=== rega_controller ===
Figure 1. Placement density heat map (rega_controller).
Scale: 2 px per µm. 16 x 16 tiles, from black (low) to pale yellow (high), 0 to 100% covered.
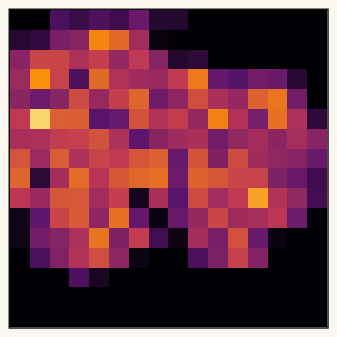
Figure 2. Pin map (rega_controller).
Scale: 2 px per µm. Pins as bars across the die edge, other pins in gray.
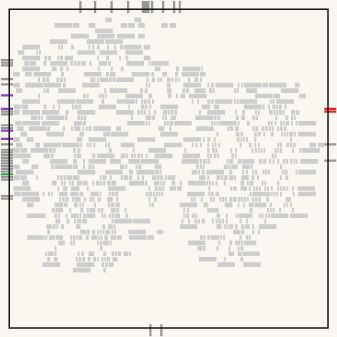
<file path="src/rtl/rega_controller.sv">
// rega_controller: irrigation control stage ahead of the MM:SS timer.
// Turns a duration into BCD, presets the timer, then paces and waters.
module rega_controller #(
    parameter int unsigned CLK_HZ      = 50_000_000,
    parameter int unsigned SCAN_DIV    = 50_000,
    parameter int unsigned LOAD_CYCLES = 2,
    parameter logic [11:0] DUR0        = 12'd30,
    parameter logic [11:0] DUR1        = 12'd75,
    parameter logic [11:0] DUR2        = 12'd300,
    parameter logic [11:0] DUR3        = 12'd900
) (
    input  logic       clock,
    input  logic       reset_n,
    input  logic       start,
    input  logic       abort,
    input  logic       soil_dry,
    input  logic [1:0] dur_sel,
    input  logic       timer_zero,
    output logic       new_clock,
    output logic [1:0] seletor,
    output logic [3:0] preset_us,
    output logic [3:0] preset_ds,
    output logic [3:0] preset_um,
    output logic [3:0] preset_dm,
    output logic [3:0] clear_us,
    output logic [3:0] clear_ds,
    output logic [3:0] clear_um,
    output logic [3:0] clear_dm,
    output logic       valve,
    output logic       busy,
    output logic       done
);

    localparam int unsigned CW = (CLK_HZ > 1) ? $clog2(CLK_HZ) : 1;
    localparam int unsigned SW = (SCAN_DIV > 1) ? $clog2(SCAN_DIV) : 1;
    localparam int unsigned LW = (LOAD_CYCLES > 1) ? $clog2(LOAD_CYCLES) : 1;

    localparam logic [CW-1:0] CNT_MAX   = CW'(CLK_HZ - 1);
    localparam logic [CW-1:0] CNT_HALF  = CW'(CLK_HZ / 2);
    localparam logic [SW-1:0] SCAN_MAX  = SW'(SCAN_DIV - 1);
    localparam logic [LW-1:0] LOAD_LAST = LW'(LOAD_CYCLES - 1);
    localparam logic [11:0]   SECS_MAX  = 12'd3599;

    typedef enum logic [2:0] {
        IDLE,
        CONVERT,
        LOAD,
        ARM,
        WATER,
        PAUSE,
        DONE,
        ABORT_CLR
    } state_t;

    state_t        state;
    state_t        stateNext;
    logic [CW-1:0] cnt;
    logic [CW-1:0] cntNext;
    logic [SW-1:0] scanCnt;
    logic [LW-1:0] loadCnt;
    logic          loadEnd;
    logic [1:0]    selQ;
    logic          convFirst;
    logic [11:0]   secs;
    logic [11:0]   durPick;
    logic [11:0]   durSat;
    logic [3:0]    dm;
    logic [3:0]    um;
    logic [3:0]    ds;

    assign loadEnd = (loadCnt == LOAD_LAST);

    // Pick the duration captured at start and clamp it to 59:59.
    always_comb begin
        durPick = DUR0;
        unique case (selQ)
            2'd0: durPick = DUR0;
            2'd1: durPick = DUR1;
            2'd2: durPick = DUR2;
            2'd3: durPick = DUR3;
        endcase
        durSat = (durPick > SECS_MAX) ? SECS_MAX : durPick;
    end

    // Next state; abort overrides everything except IDLE.
    always_comb begin
        stateNext = state;
        case (state)
            IDLE: begin
                if (start && soil_dry)
                    stateNext = CONVERT;
            end
            CONVERT: begin
                if (!convFirst && secs < 12'd10)
                    stateNext = LOAD;
            end
            LOAD: begin
                if (loadEnd)
                    stateNext = ARM;
            end
            ARM: begin
                stateNext = timer_zero ? DONE : WATER;
            end
            WATER: begin
                if (timer_zero)
                    stateNext = DONE;
                else if (!soil_dry)
                    stateNext = PAUSE;
            end
            PAUSE: begin
                if (timer_zero)
                    stateNext = DONE;
                else if (soil_dry)
                    stateNext = WATER;
            end
            DONE: begin
                stateNext = IDLE;
            end
            ABORT_CLR: begin
                if (loadEnd)
                    stateNext = IDLE;
            end
            default: begin
                stateNext = IDLE;
            end
        endcase
        if (abort && state != IDLE && state != ABORT_CLR)
            stateNext = ABORT_CLR;
    end

    // Prescaler advances only during WATER and restarts in ARM.
    always_comb begin
        cntNext = cnt;
        if (state == ARM)
            cntNext = '0;
        else if (state == WATER)
            cntNext = (cnt == CNT_MAX) ? '0 : cnt + 1'b1;
    end

    // FSM state plus every registered output, derived from the next state.
    always_ff @(posedge clock or negedge reset_n) begin
        if (!reset_n) begin
            state     <= IDLE;
            cnt       <= '0;
            loadCnt   <= '0;
            busy      <= 1'b0;
            valve     <= 1'b0;
            done      <= 1'b0;
            new_clock <= 1'b0;
            preset_dm <= 4'h0;
            preset_um <= 4'h0;
            preset_ds <= 4'h0;
            preset_us <= 4'h0;
            clear_dm  <= 4'h0;
            clear_um  <= 4'h0;
            clear_ds  <= 4'h0;
            clear_us  <= 4'h0;
        end else begin
            state     <= stateNext;
            cnt       <= cntNext;
            busy      <= (stateNext != IDLE);
            valve     <= (stateNext == WATER);
            done      <= (stateNext == DONE);
            new_clock <= (stateNext == WATER || stateNext == PAUSE)
                         && (cntNext >= CNT_HALF);
            if (stateNext == state
                && (state == LOAD || state == ABORT_CLR))
                loadCnt <= loadCnt + 1'b1;
            else
                loadCnt <= '0;
            case (stateNext)
                LOAD: begin
                    preset_dm <= dm;
                    preset_um <= um;
                    preset_ds <= ds;
                    preset_us <= secs[3:0];
                    clear_dm  <= ~dm;
                    clear_um  <= ~um;
                    clear_ds  <= ~ds;
                    clear_us  <= ~secs[3:0];
                end
                ABORT_CLR: begin
                    preset_dm <= 4'h0;
                    preset_um <= 4'h0;
                    preset_ds <= 4'h0;
                    preset_us <= 4'h0;
                    clear_dm  <= 4'hF;
                    clear_um  <= 4'hF;
                    clear_ds  <= 4'hF;
                    clear_us  <= 4'hF;
                end
                default: begin
                    preset_dm <= 4'h0;
                    preset_um <= 4'h0;
                    preset_ds <= 4'h0;
                    preset_us <= 4'h0;
                    clear_dm  <= 4'h0;
                    clear_um  <= 4'h0;
                    clear_ds  <= 4'h0;
                    clear_us  <= 4'h0;
                end
            endcase
        end
    end

    // Seconds to BCD by repeated subtraction, one step per cycle.
    always_ff @(posedge clock or negedge reset_n) begin
        if (!reset_n) begin
            selQ      <= 2'd0;
            convFirst <= 1'b0;
            secs      <= 12'd0;
            dm        <= 4'd0;
            um        <= 4'd0;
            ds        <= 4'd0;
        end else if (state == IDLE && stateNext == CONVERT) begin
            selQ      <= dur_sel;
            convFirst <= 1'b1;
            dm        <= 4'd0;
            um        <= 4'd0;
            ds        <= 4'd0;
        end else if (state == CONVERT) begin
            if (convFirst) begin
                secs      <= durSat;
                convFirst <= 1'b0;
            end else if (secs >= 12'd600) begin
                secs <= secs - 12'd600;
                dm   <= dm + 4'd1;
            end else if (secs >= 12'd60) begin
                secs <= secs - 12'd60;
                um   <= um + 4'd1;
            end else if (secs >= 12'd10) begin
                secs <= secs - 12'd10;
                ds   <= ds + 4'd1;
            end
        end
    end

    // Free-running display scan, independent of the FSM.
    always_ff @(posedge clock or negedge reset_n) begin
        if (!reset_n) begin
            scanCnt <= '0;
            seletor <= 2'd0;
        end else if (scanCnt == SCAN_MAX) begin
            scanCnt <= '0;
            seletor <= seletor + 2'd1;
        end else begin
            scanCnt <= scanCnt + 1'b1;
        end
    end

endmodule
</file>
<file path="config.mk">
export PLATFORM = sky130hd
export DESIGN_NAME = rega_controller
export DESIGN_NICKNAME = d
export VERILOG_FILES = /design/src/rtl/rega_controller.sv
export SDC_FILE = /design/constraint.sdc
export NUM_CORES = 1
export LEC_CHECK = 0
export ABC_AREA = 1
export CAP_MARGIN = 20
export CORE_UTILIZATION = 25
export CTS_CLUSTER_DIAMETER = 80
export CTS_CLUSTER_SIZE = 24
export DETAILED_ROUTE_END_ITERATION = 8
export PLACE_DENSITY_LB_ADDON = 0.25
export SLEW_MARGIN = 15
export SYNTH_ARGS = -nofsm -noshare
export SYNTH_HDL_FRONTEND = slang
export SYNTH_SLANG_ARGS = --single-unit
</file>
<file path="constraint.sdc">
create_clock -name clock -period 2.6 [get_ports clock]
set_clock_uncertainty 0.15 [all_clocks]
set_input_delay 0.52 -clock clock [delete_from_list [all_inputs] [get_ports clock]]
set_output_delay 0.52 -clock clock [all_outputs]
set_load 0.01 [all_outputs]
</file>
==> results.txt <==
status = finished, final reports clean
Ys Warns = 0
Yosys reg bits = 111
Slew Limit Headroom = 63.13%
post-synth top area cell = dfrtp_1
count leader, synth = nand2_1
Comb gate area = 2829 µm²
DR vias/cell = 4.454
buffer levels on the longest clock path = 2
Tcrit/Tclk final = 91.11%
total power = 6.996 mW
IR drop worst, VDD = 0.0004669 V
final setup margin = 0.2311 ns
most frequent cells after synthesis = nand2_1, nor2_1, inv_1
Async SR Flop Fraction = 100.0%
most instantiated logic cells after routing = nand2_1, nor2_1, inv_1, dfrtp_1, nand3_1
TritonCTS Buffers = 9
yosys simple share = 30.81%
Log Warnings = 29
# rows = 56
Die W = 158.6 µm
CP startpoint kind = flop
I/O Pins = 46
crit path from = secs[3]$_DFFE_PN0P_
layout cells sized above 1 = 11.30%
Max-area cell class = logic gates
Area after DPL = 7116 µm²
mapped cell area = 6132 µm²
worst setup path class = flop to flop
Detailed Place HPWL = 11970 µm
Synth top area share = 45.30%
hold path start = um[3]$_DFFE_PN0P_
Bufs and invs on worst path = 3
Final Setup Violations = 0
Antenna Nets Post-Route = 0
max-slew violations = 0
vias = 5282
clock slew at reported path FFs = 0.09 ns
largest net degree at the start of global routing = 40
combinational share of cell area = 37.83%
DIE AREA = 25160 µm²
n_taps = 319
ANT cells = 0
fin util = 31.48%
die height = 158.6 µm
cell count after synthesis = 792
CP cell instances = buf_4, inv_1, o21ai_2, a21oi_1, a21oi_2, nor2_4, nand2_2, buf_4, nor3_2, nand3_1, o21ai_1, a21oi_1
Largest cells by area = dfrtp_1, nand2_1, nor2_1
CTS tree = yes
ClkCell Share = 4.334%
## Picture notes: Figure 1
densest ninth of the die: west
nearly empty tiles: 31%
fullest tile: 91%
mean over tiles: 28%
tiles over 75% full: 1.2%

## Picture notes: Figure 2
legend:
  red:
    port: `seletor`
    pins: 2
    direction: output
    edge: east
  green:
    port: `abort`
    pins: 1
    direction: input
    edge: west
  purple:
    port: `clear_ds`
    pins: 4
    direction: output
    edge: west

-- routing by layer --
layer	track usage, %	vias to the layer above	share of wire, %
met3	2.586	16	4.3
met1	18.92	2436	50
met2	21.66	122	45
li1	-	2708	-
met5	0	-	0
met4	3.068	0	1.2
-- sequential cells by signal, summed over array words and instances (netlist names), 4 cells and up --
register	cells
um	4
clear_dm	4
secs	12
cnt	26
preset_ds	4
preset_um	4
clear_ds	4
dm	4
preset_dm	4
clear_us	4
preset_us	4
scanCnt	16
clear_um	4
ds	4
-- power by group --
part | internal, mW | switching, mW
logic | 1.16 | 1.82
clock network | 0.714 | 0.756
registers | 2.14 | 0.402
-- final timing paths --
path	endpoint	slack, ns	depth (start not counted)
max	ds[3]$_DFFE_PN0P_	0.23	12
min	clear_um[3]$_DFF_PN0_	0.30	1
min reg2reg	clear_um[3]$_DFF_PN0_	0.30	1
max reg2reg	ds[3]$_DFFE_PN0P_	0.23	12
max in group asynchronous	secs[3]$_DFFE_PN0P_	1.06	3
min in group asynchronous	ds[3]$_DFFE_PN0P_	0.51	2

=== mode_sequencer ===
--- src/rtl/mode_sequencer.sv ---
// mode_sequencer
// Front-panel mode controller for the encoder/decoder. The raw mode and
// backspace buttons are synchronised and debounced. The module then cycles
// through NUM_MODES operating modes:
//   - a short mode press advances to the next mode;
//   - a long mode press returns to mode 0;
//   - a mode change is held off while the active sub-block reports busy.
//
// Ports
//   clk          system clock
//   rst          asynchronous, active-low reset
//   btn_mode     raw mode button, active-high
//   btn_back     raw backspace button, active-high
//   busy         active sub-block busy; defers a pending mode change
//   seg_in       packed segment buses, mode k at [k*SEG_W +: SEG_W]
//   mode         current mode index
//   mode_onehot  one-hot of mode (LED indicator)
//   mode_clr     one-cycle pulse coincident with every new mode value
//   back_pulse   one-cycle pulse per debounced backspace press
//   seg_sel      segment bus of the current mode (zero for invalid modes)
module mode_sequencer #(
    parameter int NUM_MODES   = 2,
    parameter int MODE_W      = 1,
    parameter int SEG_W       = 64,
    parameter int DEB_CYCLES  = 20000,
    parameter int LONG_CYCLES = 1000000
) (
    input  logic                       clk,
    input  logic                       rst,
    input  logic                       btn_mode,
    input  logic                       btn_back,
    input  logic                       busy,
    input  logic [NUM_MODES*SEG_W-1:0] seg_in,
    output logic [MODE_W-1:0]          mode,
    output logic [NUM_MODES-1:0]       mode_onehot,
    output logic                       mode_clr,
    output logic                       back_pulse,
    output logic [SEG_W-1:0]           seg_sel
);

    localparam int DEB_W    = $clog2(DEB_CYCLES + 1);
    localparam int HOLD_W   = $clog2(LONG_CYCLES + 1);
    localparam int BTN_MODE = 0;
    localparam int BTN_BACK = 1;

    typedef enum logic [1:0] {
        S_IDLE = 2'd0,
        S_HELD = 2'd1,
        S_LONG = 2'd2
    } btn_state_t;

    typedef enum logic [1:0] {
        PEND_NONE = 2'd0,
        PEND_ADV  = 2'd1,
        PEND_HOME = 2'd2
    } pend_t;

    // Bit BTN_MODE / BTN_BACK of each vector belongs to the respective button.
    logic [1:0]        raw;
    logic [1:0]        sync1_q, sync2_q;
    logic [1:0]        acc_q, acc_d;
    logic [DEB_W-1:0]  deb_cnt_q [2];
    logic [DEB_W-1:0]  deb_cnt_d [2];

    logic              back_prev_q;
    logic              back_pulse_q, back_pulse_d;

    btn_state_t        state_q, state_d;
    logic [HOLD_W-1:0] hold_cnt_q, hold_cnt_d;
    logic              req_adv, req_home;

    pend_t             pend_q, pend_d, pend_nxt;
    logic [MODE_W-1:0] mode_q, mode_d;
    logic              mode_clr_q, mode_clr_d;

    assign raw = {btn_back, btn_mode};

    // Debounce: the accepted level only flips after DEB_CYCLES consecutive
    // cycles of the synchronised level disagreeing with it.
    always_comb begin
        acc_d     = acc_q;
        deb_cnt_d = deb_cnt_q;
        for (int b = 0; b < 2; b++) begin
            if (sync2_q[b] != acc_q[b]) begin
                if (deb_cnt_q[b] == DEB_W'(DEB_CYCLES - 1)) begin
                    acc_d[b]     = ~acc_q[b];
                    deb_cnt_d[b] = '0;
                end else begin
                    deb_cnt_d[b] = deb_cnt_q[b] + DEB_W'(1);
                end
            end else begin
                deb_cnt_d[b] = '0;
            end
        end
    end

    // The rise is detected from registered levels, so the pulse lands
    // one cycle after the accepted level goes high.
    assign back_pulse_d = acc_q[BTN_BACK] & ~back_prev_q;

    // Mode button press classifier.
    always_comb begin
        state_d    = state_q;
        hold_cnt_d = hold_cnt_q;
        req_adv    = 1'b0;
        req_home   = 1'b0;
        case (state_q)
            S_IDLE: begin
                if (acc_q[BTN_MODE]) begin
                    state_d    = S_HELD;
                    hold_cnt_d = '0;
                end
            end
            S_HELD: begin
                if (!acc_q[BTN_MODE]) begin
                    req_adv = 1'b1;
                    state_d = S_IDLE;
                end else if (hold_cnt_q == HOLD_W'(LONG_CYCLES - 1)) begin
                    req_home = 1'b1;
                    state_d  = S_LONG;
                end else begin
                    hold_cnt_d = hold_cnt_q + HOLD_W'(1);
                end
            end
            S_LONG: begin
                // The release of a long press is swallowed.
                if (!acc_q[BTN_MODE]) begin
                    state_d = S_IDLE;
                end
            end
            default: state_d = S_IDLE;
        endcase
    end

    // Pending request and mode update. HOME beats ADV. A second ADV is
    // dropped while one is already waiting, so a busy window yields at most
    // one step. A request raised in a not-busy cycle is applied at once.
    always_comb begin
        pend_nxt = pend_q;
        if (req_home) begin
            pend_nxt = PEND_HOME;
        end else if (req_adv && pend_q == PEND_NONE) begin
            pend_nxt = PEND_ADV;
        end

        pend_d     = pend_nxt;
        mode_d     = mode_q;
        mode_clr_d = 1'b0;
        if (!busy) begin
            pend_d = PEND_NONE;
            case (pend_nxt)
                PEND_ADV: begin
                    // >= also pulls an out-of-range mode back to 0.
                    mode_d     = (mode_q >= MODE_W'(NUM_MODES - 1)) ? '0
                                                                    : mode_q + MODE_W'(1);
                    mode_clr_d = 1'b1;
                end
                PEND_HOME: begin
                    if (mode_q != '0) begin
                        mode_d     = '0;
                        mode_clr_d = 1'b1;
                    end
                end
                default: ;
            endcase
        end
    end

    always_ff @(posedge clk or negedge rst) begin
        if (!rst) begin
            sync1_q      <= '0;
            sync2_q      <= '0;
            acc_q        <= '0;
            for (int b = 0; b < 2; b++) begin
                deb_cnt_q[b] <= '0;
            end
            back_prev_q  <= 1'b0;
            back_pulse_q <= 1'b0;
            state_q      <= S_IDLE;
            hold_cnt_q   <= '0;
            pend_q       <= PEND_NONE;
            mode_q       <= '0;
            mode_clr_q   <= 1'b0;
        end else begin
            sync1_q      <= raw;
            sync2_q      <= sync1_q;
            acc_q        <= acc_d;
            deb_cnt_q    <= deb_cnt_d;
            back_prev_q  <= acc_q[BTN_BACK];
            back_pulse_q <= back_pulse_d;
            state_q      <= state_d;
            hold_cnt_q   <= hold_cnt_d;
            pend_q       <= pend_d;
            mode_q       <= mode_d;
            mode_clr_q   <= mode_clr_d;
        end
    end

    // Decoded views of the registered mode; invalid modes decode to zero.
    always_comb begin
        mode_onehot = '0;
        seg_sel     = '0;
        for (int k = 0; k < NUM_MODES; k++) begin
            if (mode_q == MODE_W'(k)) begin
                mode_onehot[k] = 1'b1;
                seg_sel        = seg_in[k*SEG_W +: SEG_W];
            end
        end
    end

    assign mode       = mode_q;
    assign mode_clr   = mode_clr_q;
    assign back_pulse = back_pulse_q;

endmodule

--- config.mk ---
export PLATFORM = sky130hd
export DESIGN_NAME = mode_sequencer
export DESIGN_NICKNAME = d
export VERILOG_FILES = /design/src/rtl/mode_sequencer.sv
export SDC_FILE = /design/constraint.sdc
export NUM_CORES = 1
export LEC_CHECK = 0
export CAP_MARGIN = 40
export CORE_MARGIN = 4
export CORE_UTILIZATION = 41
export CTS_CLUSTER_SIZE = 25
export DETAILED_ROUTE_END_ITERATION = 8
export PLACE_DENSITY = 0.78
export SLEW_MARGIN = 20
export SYNTH_ARGS = -nofsm -noshare
export SYNTH_HDL_FRONTEND = slang
export SYNTH_SLANG_ARGS = --single-unit
--- constraint.sdc ---
create_clock -name clk -period 2.96 [get_ports clk]
set_clock_uncertainty 0.2 [all_clocks]
set_input_delay 0.592 -clock clk [delete_from_list [all_inputs] [get_ports clk]]
set_output_delay 0.592 -clock clk [all_outputs]
set_load 0.05 [all_outputs]
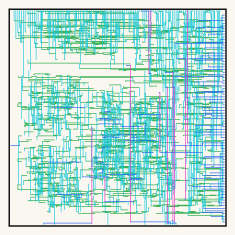
Figure 3: mode_sequencer, signal wires by layer.
Scale: 2 px per µm.
legend:
  green:
    layer: met1
    wire_length: 5910 µm
  magenta:
    layer: met4
    wire_length: 558 µm
  cyan:
    layer: met2
    wire_length: 7310 µm
  blue:
    layer: met3
    wire_length: 942 µm

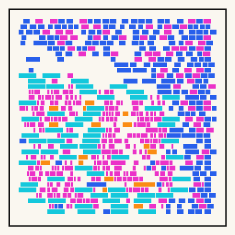
Figure 4: mode_sequencer, placed cells, one color a class.
Scale: 2 px per µm.
legend:
  orange:
    class: clock drivers and dummy loads
    cells: 16
    share_of_their_area: 3.2%
  magenta:
    class: all other logic
    cells: 330
    share_of_their_area: 37%
  blue:
    class: other buffers and delay cells
    cells: 212
    share_of_their_area: 34%
  cyan:
    class: flip-flops
    cells: 64
    share_of_their_area: 25%

## registers in the layout, indices dropped and copies added, names as in the netlist
| register | count |
|---|---|
| mode_clr | 1 |
| pend_q | 2 |
| sync2_q | 2 |
| hold_cnt_q | 20 |
| state_q | 2 |
| acc_q | 2 |
| back_pulse | 1 |
| back_prev_q | 1 |
| mode | 1 |
| sync1_q | 2 |
| deb_cnt_q | 30 |
## cell families after synthesis
group	synth area share (%)
AND/OR/NAND/NOR	21.61
multiplexers	18.26
flip-flops	39.35
AND-OR/OR-AND	9.407
buffers and inverters	3.812
XOR/XNOR	6.025
adder cells (fa/ha/maj)	1.537
## final cells by class
class / count / area, µm²
timing repair buffer: 212 / 2177
inverter: 15 / 56.30
fill: 807 / 3208
clock buffer: 10 / 137.6
tap: 133 / 166.4
sequential: 64 / 1603
clock inverter: 6 / 67.56
multi-input combinational: 315 / 2313
## metal layers
metal	GRT usage [%]	part of all wire [%]
met5	0	0
met4	10.10	3.8
met3	5.759	6.4
met2	41.47	50
met1	29.44	40
==> results.txt <==
status = finished, final reports clean
critical path's top delay family = simple AND/OR/NAND/NOR gates
Final Setup Violations = 0
Antenna Nets Post-Route = 0
post-synthesis sequential area ratio = 39.35%
Largest cells by area = dfrtp_1, mux2_2, xnor2_1
crit path capture type = flop
post-CTS resize count = 0
Final Non-Filler Cells = 755
slowest CP cell = or4b_4
post-synthesis net count = 555
hold path start = sync1_q[0]$_DFF_PN0_
htree depth = 3
slowest stage delay, CP = 0.57 ns
worst-case reg-to-reg path depth = 7
Detailed Place HPWL = 11850 µm
Tcrit/Tclk final = 92.39%
area grow syn2layout = 60.22%
Bufs and invs on worst path = 0
P_seq = 0.902 mW
dpl cells = 737
IR drop worst, VDD = 0.0002852 V
TritonCTS Buffers = 9
Comb. pwr = 1.09 mW
post-synth top area cell = dfrtp_1
vias = 4048
RSZ-0062 raised after global routing = false
max-slew violations = 0
final instance area = 6521 µm²
# rows = 36
largest net degree at the start of global routing = 65
Yosys reg bits = 64
DIE AREA = 11590 µm²
yosys stat area = 4070 µm²
max_cap viols = 0
root buf cell = clkbuf_8
DRC = 0
total power = 2.761 mW
Die W = 107.6 µm
CTS tree = yes
Total Routed Length = 14720 µm
total grt overflow = 0
DRT iter0 DRCs = 270
yosys cell count = 417
crit path from = hold_cnt_q[15]$_DFFE_PN0P_
layout cells sized above 1 = 27.01%
CP cell instances = or4b_4, nor4_4, and2_1, a21boi_0, ha_1, or4_1, nand2_1
Area after DPL = 6279 µm²
Sequential Power Share = 32.7%
worst setup path class = flop to flop
Synth Flop Type = dfrtp_1

=== control_unit ===
Figure 5. Pin map (control_unit).
Scale: 6 px per µm. Pins as bars across the die edge, other pins in gray.
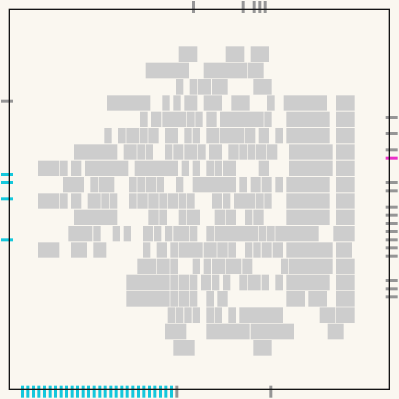
Figure 6. Placed cells, one color a class (control_unit).
Scale: 4 px per µm.
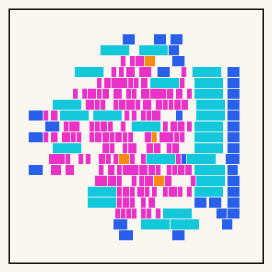
$ cat src/rtl/control_pkg.sv
// Shared definitions for the Mini SRC hardwired control unit: opcodes,
// control-step enumeration and the bundle of datapath strobes.
package control_pkg;

  // Opcodes recognised by the control unit (IR[31:27])
  localparam logic [4:0] OP_LD   = 5'b00000;
  localparam logic [4:0] OP_LDI  = 5'b00001;
  localparam logic [4:0] OP_ST   = 5'b00010;
  localparam logic [4:0] OP_ADDI = 5'b01100;
  localparam logic [4:0] OP_NOP  = 5'b11010;
  localparam logic [4:0] OP_HALT = 5'b11011;

  // Control steps: Rst after reset, T0-T2 fetch, T3-T7 execute, Halted parked
  typedef enum logic [3:0] {
    Rst    = 4'd0,
    T0     = 4'd1,
    T1     = 4'd2,
    T2     = 4'd3,
    T3     = 4'd4,
    T4     = 4'd5,
    T5     = 4'd6,
    T6     = 4'd7,
    T7     = 4'd8,
    Halted = 4'd9
  } state_t;

  // Every strobe the unit drives, plus the status outputs
  typedef struct packed {
    logic pc_out;
    logic pc_in;
    logic inc_pc;
    logic mar_in;
    logic mdr_in;
    logic mdr_out;
    logic ir_in;
    logic y_in;
    logic z_in;
    logic zlo_out;
    logic c_out;
    logic ba_out;
    logic gra;
    logic grb;
    logic r_in;
    logic r_out;
    logic read;
    logic write;
    logic alu_add;
    logic run;
    logic illegal_op;
  } ctrl_t;

  // All strobes low, used for reset and as the decode default
  localparam ctrl_t CTRL_IDLE = '0;

endpackage

$ cat src/rtl/control_decode.sv
// Combinational map from (next control step, opcode) to the strobe bundle.
// The top level registers the result, so this describes what the datapath
// will see during the step being entered.
module control_decode
  import control_pkg::*;
#(
  parameter int OPW = 5
) (
  input  state_t         next_state,
  input  logic [OPW-1:0] opcode,
  output ctrl_t          ctrl
);

  logic is_ld;
  logic is_ldi;
  logic is_st;
  logic is_addi;
  logic is_nop;
  logic is_halt;
  logic is_known;
  logic uses_ea;

  assign is_ld    = (opcode == OPW'(OP_LD));
  assign is_ldi   = (opcode == OPW'(OP_LDI));
  assign is_st    = (opcode == OPW'(OP_ST));
  assign is_addi  = (opcode == OPW'(OP_ADDI));
  assign is_nop   = (opcode == OPW'(OP_NOP));
  assign is_halt  = (opcode == OPW'(OP_HALT));
  assign is_known = is_ld | is_ldi | is_st | is_addi | is_nop | is_halt;
  assign uses_ea  = is_ld | is_ldi | is_st;

  // Strobe pattern for the step being entered; everything defaults low
  always_comb begin
    ctrl     = CTRL_IDLE;
    ctrl.run = (next_state != Halted) && (next_state != Rst);
    case (next_state)
      T0: begin
        ctrl.pc_out  = 1'b1;
        ctrl.mar_in  = 1'b1;
        ctrl.inc_pc  = 1'b1;
        ctrl.z_in    = 1'b1;
        ctrl.alu_add = 1'b1;
      end
      T1: begin
        ctrl.read   = 1'b1;
        ctrl.mdr_in = 1'b1;
        ctrl.pc_in  = 1'b1;
      end
      T2: begin
        ctrl.mdr_out = 1'b1;
        ctrl.ir_in   = 1'b1;
      end
      T3: begin
        if (uses_ea) begin
          ctrl.grb    = 1'b1;
          ctrl.ba_out = 1'b1;
          ctrl.y_in   = 1'b1;
        end else if (is_addi) begin
          ctrl.grb   = 1'b1;
          ctrl.r_out = 1'b1;
          ctrl.y_in  = 1'b1;
        end else if (!is_known) begin
          ctrl.illegal_op = 1'b1;
        end
      end
      T4: begin
        ctrl.c_out   = 1'b1;
        ctrl.z_in    = 1'b1;
        ctrl.alu_add = 1'b1;
      end
      T5: begin
        ctrl.zlo_out = 1'b1;
        if (is_ld || is_st) begin
          ctrl.mar_in = 1'b1;
        end else begin
          ctrl.gra  = 1'b1;
          ctrl.r_in = 1'b1;
        end
      end
      T6: begin
        ctrl.mdr_in = 1'b1;
        if (is_st) begin
          ctrl.gra   = 1'b1;
          ctrl.r_out = 1'b1;
        end else begin
          ctrl.read = 1'b1;
        end
      end
      T7: begin
        if (is_st) begin
          ctrl.write = 1'b1;
        end else begin
          ctrl.mdr_out = 1'b1;
          ctrl.gra     = 1'b1;
          ctrl.r_in    = 1'b1;
        end
      end
      default: begin
      end
    endcase
  end

endmodule

$ cat src/rtl/control_unit.sv
// Hardwired control unit for the Mini SRC datapath. Holds the control-step
// register, the opcode latch and the registered strobe outputs; the strobe
// pattern itself comes from control_decode.
module control_unit
  import control_pkg::*;
#(
  parameter int OPW = 5
) (
  input  logic        Clock,
  input  logic        Reset,
  input  logic [31:0] IRregister,
  input  logic        Stop,
  output logic        PCout,
  output logic        PCin,
  output logic        IncPC,
  output logic        MARin,
  output logic        MDRin,
  output logic        MDRout,
  output logic        IRin,
  output logic        Yin,
  output logic        Zin,
  output logic        ZLOout,
  output logic        Cout,
  output logic        BAout,
  output logic        Gra,
  output logic        Grb,
  output logic        Rin,
  output logic        Rout,
  output logic        Read,
  output logic        write,
  output logic        AluAdd,
  output logic        Run,
  output logic        IllegalOp
);

  state_t         state;
  state_t         next_state;
  logic [OPW-1:0] op_q;
  logic [OPW-1:0] ir_op;
  logic [OPW-1:0] decode_op;
  ctrl_t          ctrl_next;
  ctrl_t          ctrl_q;
  logic           op_ld;
  logic           op_ldi;
  logic           op_st;
  logic           op_addi;
  logic           op_halt;
  logic           unused_ir_bits;

  assign ir_op          = IRregister[31 -: OPW];
  assign unused_ir_bits = ^IRregister[31-OPW:0];

  assign op_ld   = (op_q == OPW'(OP_LD));
  assign op_ldi  = (op_q == OPW'(OP_LDI));
  assign op_st   = (op_q == OPW'(OP_ST));
  assign op_addi = (op_q == OPW'(OP_ADDI));
  assign op_halt = (op_q == OPW'(OP_HALT));

  // The T3 strobes are registered on the edge that enters T3, so they are
  // decoded from the live IR; every later step uses the latched opcode.
  assign decode_op = (state == T2) ? ir_op : op_q;

  // Next control step; Stop only matters on the way out of T2
  always_comb begin
    next_state = state;
    case (state)
      Rst:    next_state = T0;
      T0:     next_state = T1;
      T1:     next_state = T2;
      T2:     next_state = Stop ? Halted : T3;
      T3: begin
        if (op_halt) begin
          next_state = Halted;
        end else if (op_ld || op_ldi || op_st || op_addi) begin
          next_state = T4;
        end else begin
          next_state = T0;
        end
      end
      T4:     next_state = T5;
      T5:     next_state = (op_ld || op_st) ? T6 : T0;
      T6:     next_state = T7;
      T7:     next_state = T0;
      Halted: next_state = Halted;
      default: next_state = Rst;
    endcase
  end

  control_decode #(
    .OPW(OPW)
  ) u_decode (
    .next_state(next_state),
    .opcode    (decode_op),
    .ctrl      (ctrl_next)
  );

  // Control-step register; reset forces Rst from any step
  always_ff @(posedge Clock) begin
    if (Reset) begin
      state <= Rst;
    end else begin
      state <= next_state;
    end
  end

  // Opcode latch, captured on the edge that starts T3
  always_ff @(posedge Clock) begin
    if (Reset) begin
      op_q <= '0;
    end else if (state == T2) begin
      op_q <= ir_op;
    end
  end

  // Output register so every strobe is a clean full-cycle level
  always_ff @(posedge Clock) begin
    if (Reset) begin
      ctrl_q <= CTRL_IDLE;
    end else begin
      ctrl_q <= ctrl_next;
    end
  end

  assign PCout     = ctrl_q.pc_out;
  assign PCin      = ctrl_q.pc_in;
  assign IncPC     = ctrl_q.inc_pc;
  assign MARin     = ctrl_q.mar_in;
  assign MDRin     = ctrl_q.mdr_in;
  assign MDRout    = ctrl_q.mdr_out;
  assign IRin      = ctrl_q.ir_in;
  assign Yin       = ctrl_q.y_in;
  assign Zin       = ctrl_q.z_in;
  assign ZLOout    = ctrl_q.zlo_out;
  assign Cout      = ctrl_q.c_out;
  assign BAout     = ctrl_q.ba_out;
  assign Gra       = ctrl_q.gra;
  assign Grb       = ctrl_q.grb;
  assign Rin       = ctrl_q.r_in;
  assign Rout      = ctrl_q.r_out;
  assign Read      = ctrl_q.read;
  assign write     = ctrl_q.write;
  assign AluAdd    = ctrl_q.alu_add;
  assign Run       = ctrl_q.run;
  assign IllegalOp = ctrl_q.illegal_op;

endmodule

$ cat config.mk
export PLATFORM = sky130hd
export DESIGN_NAME = control_unit
export DESIGN_NICKNAME = d
export VERILOG_FILES = /design/src/rtl/control_pkg.sv /design/src/rtl/control_decode.sv /design/src/rtl/control_unit.sv
export SDC_FILE = /design/constraint.sdc
export NUM_CORES = 1
export LEC_CHECK = 0
export ABC_AREA = 1
export CORE_MARGIN = 4
export CORE_UTILIZATION = 40
export DETAILED_ROUTE_END_ITERATION = 12
export GPL_TIMING_DRIVEN = 0
export PLACE_DENSITY = 0.89
export SLEW_MARGIN = 20
export SYNTH_ARGS = -nofsm -noshare
export SYNTH_HDL_FRONTEND = slang
export SYNTH_SLANG_ARGS = --single-unit
$ cat constraint.sdc
create_clock -name Clock -period 1.9 [get_ports Clock]
set_clock_uncertainty 0.15 [all_clocks]
set_input_delay 0.57 -clock Clock [delete_from_list [all_inputs] [get_ports Clock]]
set_output_delay 0.57 -clock Clock [all_outputs]
set_load 0.01 [all_outputs]
==> results.txt <==
postcts setup bufs = 0
Largest Register = op_q
leakage power = 0.7844 nW
worst-case reg-to-reg path depth = 9
Die W = 63.11 µm
Detailed Place HPWL = 2080 µm
Internal Power = 0.7963 mW
Pre-Place Util = 42.95%
Ys Warns = 0
slowest CP cell = clkdlybuf4s50_1
Core ar. = 2829 µm²
clock slew at reported path FFs = 0.13 ns
first-pass GRT wire length = 4623 µm
area grow syn2layout = 26.36%
Tcrit/Tclk final = 95.80%
XORs/XNORs by Area = 0%
critical path required time = 1.98 ns
Min Hold Slack = 0.4002 ns
max-slew violations = 0
Antenna Nets Post-Route = 0
r2r startpoint = state[2]$_SDFF_PP0_
layout net count = 236
Fmax = 549.4 MHz
worst setup path class = primary input to flop
Synth Area per Inst = 7.232 µm²
WL per Instance = 11.64 µm
Sw Pwr = 0.3584 mW
power in the clock group = 0.248 mW
hold path depth = 2
final hold violations = 0
initial antenna violation count = 0
status = finished, final reports clean
final setup margin = 0.07981 ns
Final Non-Filler Cells = 231
DIE AREA = 3983 µm²
fin util = 54.27%
gr usage total = 14.61%
Sequential Power Share = 53.7%
Worst setup endpoint = op_q[2]$_SDFF_PP0_
Sink Count = 27
Largest register FFs = 5
dpl cells = 227
CP startpoint kind = primary input
combinational cell fraction of total power = 24.9%
yosys cell count = 168
Port Buffers = 28
Log Warnings = 53
top flop regs = op_q x5, state x4
P_seq = 0.620 mW
Slew Limit Headroom = 68.79%
slowest stage delay, CP = 0.51 ns
router iterations before antenna repair = 4
IR drop worst, VDD = 0.0002545 V
yosys stat area = 1215 µm²
CTS tree = yes
CP cell instances = clkdlybuf4s50_1, clkbuf_1, clkbuf_2, nor2_1
most instantiated logic cells after routing = nand2_1, nor2_1, dfxtp_1, inv_1, dlygate4sd2_1
total grt overflow = 0
pre-CTS WS = -0.3932 ns
Setup TNS = 0 ns
hold path start = op_q[1]$_SDFF_PP0_
Final GP Congestion = 0.9678
crit path DAT = 1.90 ns
slew of the pin with the lowest slew margin = 0.4682 ns
About Figure 5:
legend:
  magenta:
    port: `MDRout`
    pins: 1
    direction: output
    edge: east
  cyan:
    port: `IRregister`
    pins: 32
    direction: input
    edge: 28 south, 4 west
all pins by edge: 30 south, 16 east, 5 north, 5 west

About Figure 6:
legend:
  orange:
    class: clock drivers and dummy loads
    cells: 4
    share_of_their_area: 1.8%
  magenta:
    class: all other logic
    cells: 136
    share_of_their_area: 43%
  blue:
    class: other buffers and delay cells
    cells: 33
    share_of_their_area: 19%
  cyan:
    class: flip-flops
    cells: 27
    share_of_their_area: 36%

==> per-layer routing <==
layer	up-vias	routed length [µm]	track usage [%]
li1	592	-	-
met1	526	1110	16.35
met2	61	1255	24.77
met3	7	256	3.197
met4	0	67	9.642
met5	-	0	0
==> synthesized netlist by cell type (all sizes together) <==
cell type,count
o21ai,4
a21oi,9
and2,1
clkinv,1
buf,3
nand4,2
inv,22
a31oi,1
o21bai,1
nand3,15
o22ai,1
nand3b,2
dfxtp,27
nor2,31
nor3,5
clkbuf,2
nand2,41
==> layout make-up <==
type,count,area [µm²],area share [%]
Sequential cell,27,541.8,35.29
Buffer,5,31.28,2.037
Inverter,23,91.34,5.949
Timing Repair Buffer,28,252.7,16.46
Multi-Input combinational cell,113,553.0,36.02
Tap cell,31,38.79,2.526
Clock buffer,4,26.28,1.711
==> worst max-delay path, delay by kind of cell <==
kind,cells,cell delay (ns)
buffers and inverters,3,1.25
and+or+nand+nor,1,0.08
==> cells by family after synthesis <==
family	Yosys count
AND/OR/NAND/NOR	97
AND-OR/OR-AND	16
buffers and inverters	28
flip-flops	27


==> screenshots <==
The clock network.
image #1
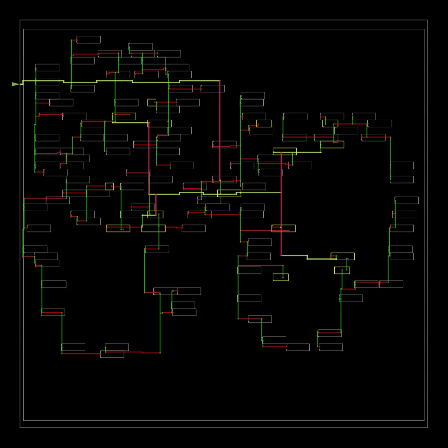
image #2
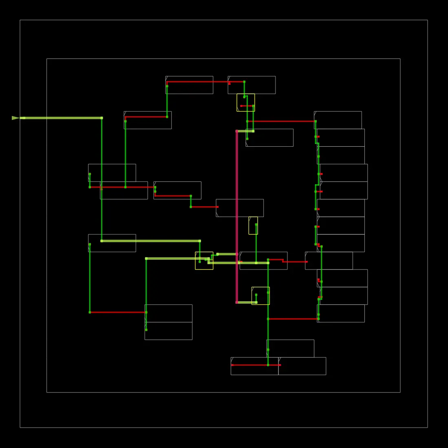
image #3
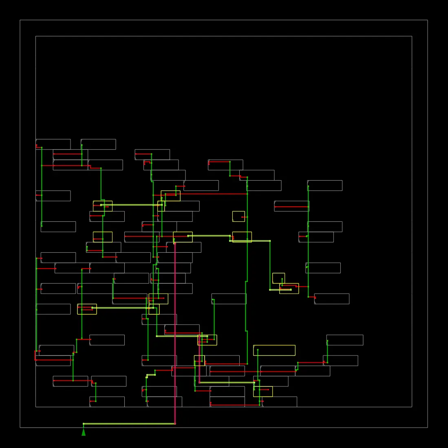
- rega_controller = image #1
- control_unit = image #2
- mode_sequencer = image #3

Power figures rest on the tool's default switching activity, not on a simulated workload.
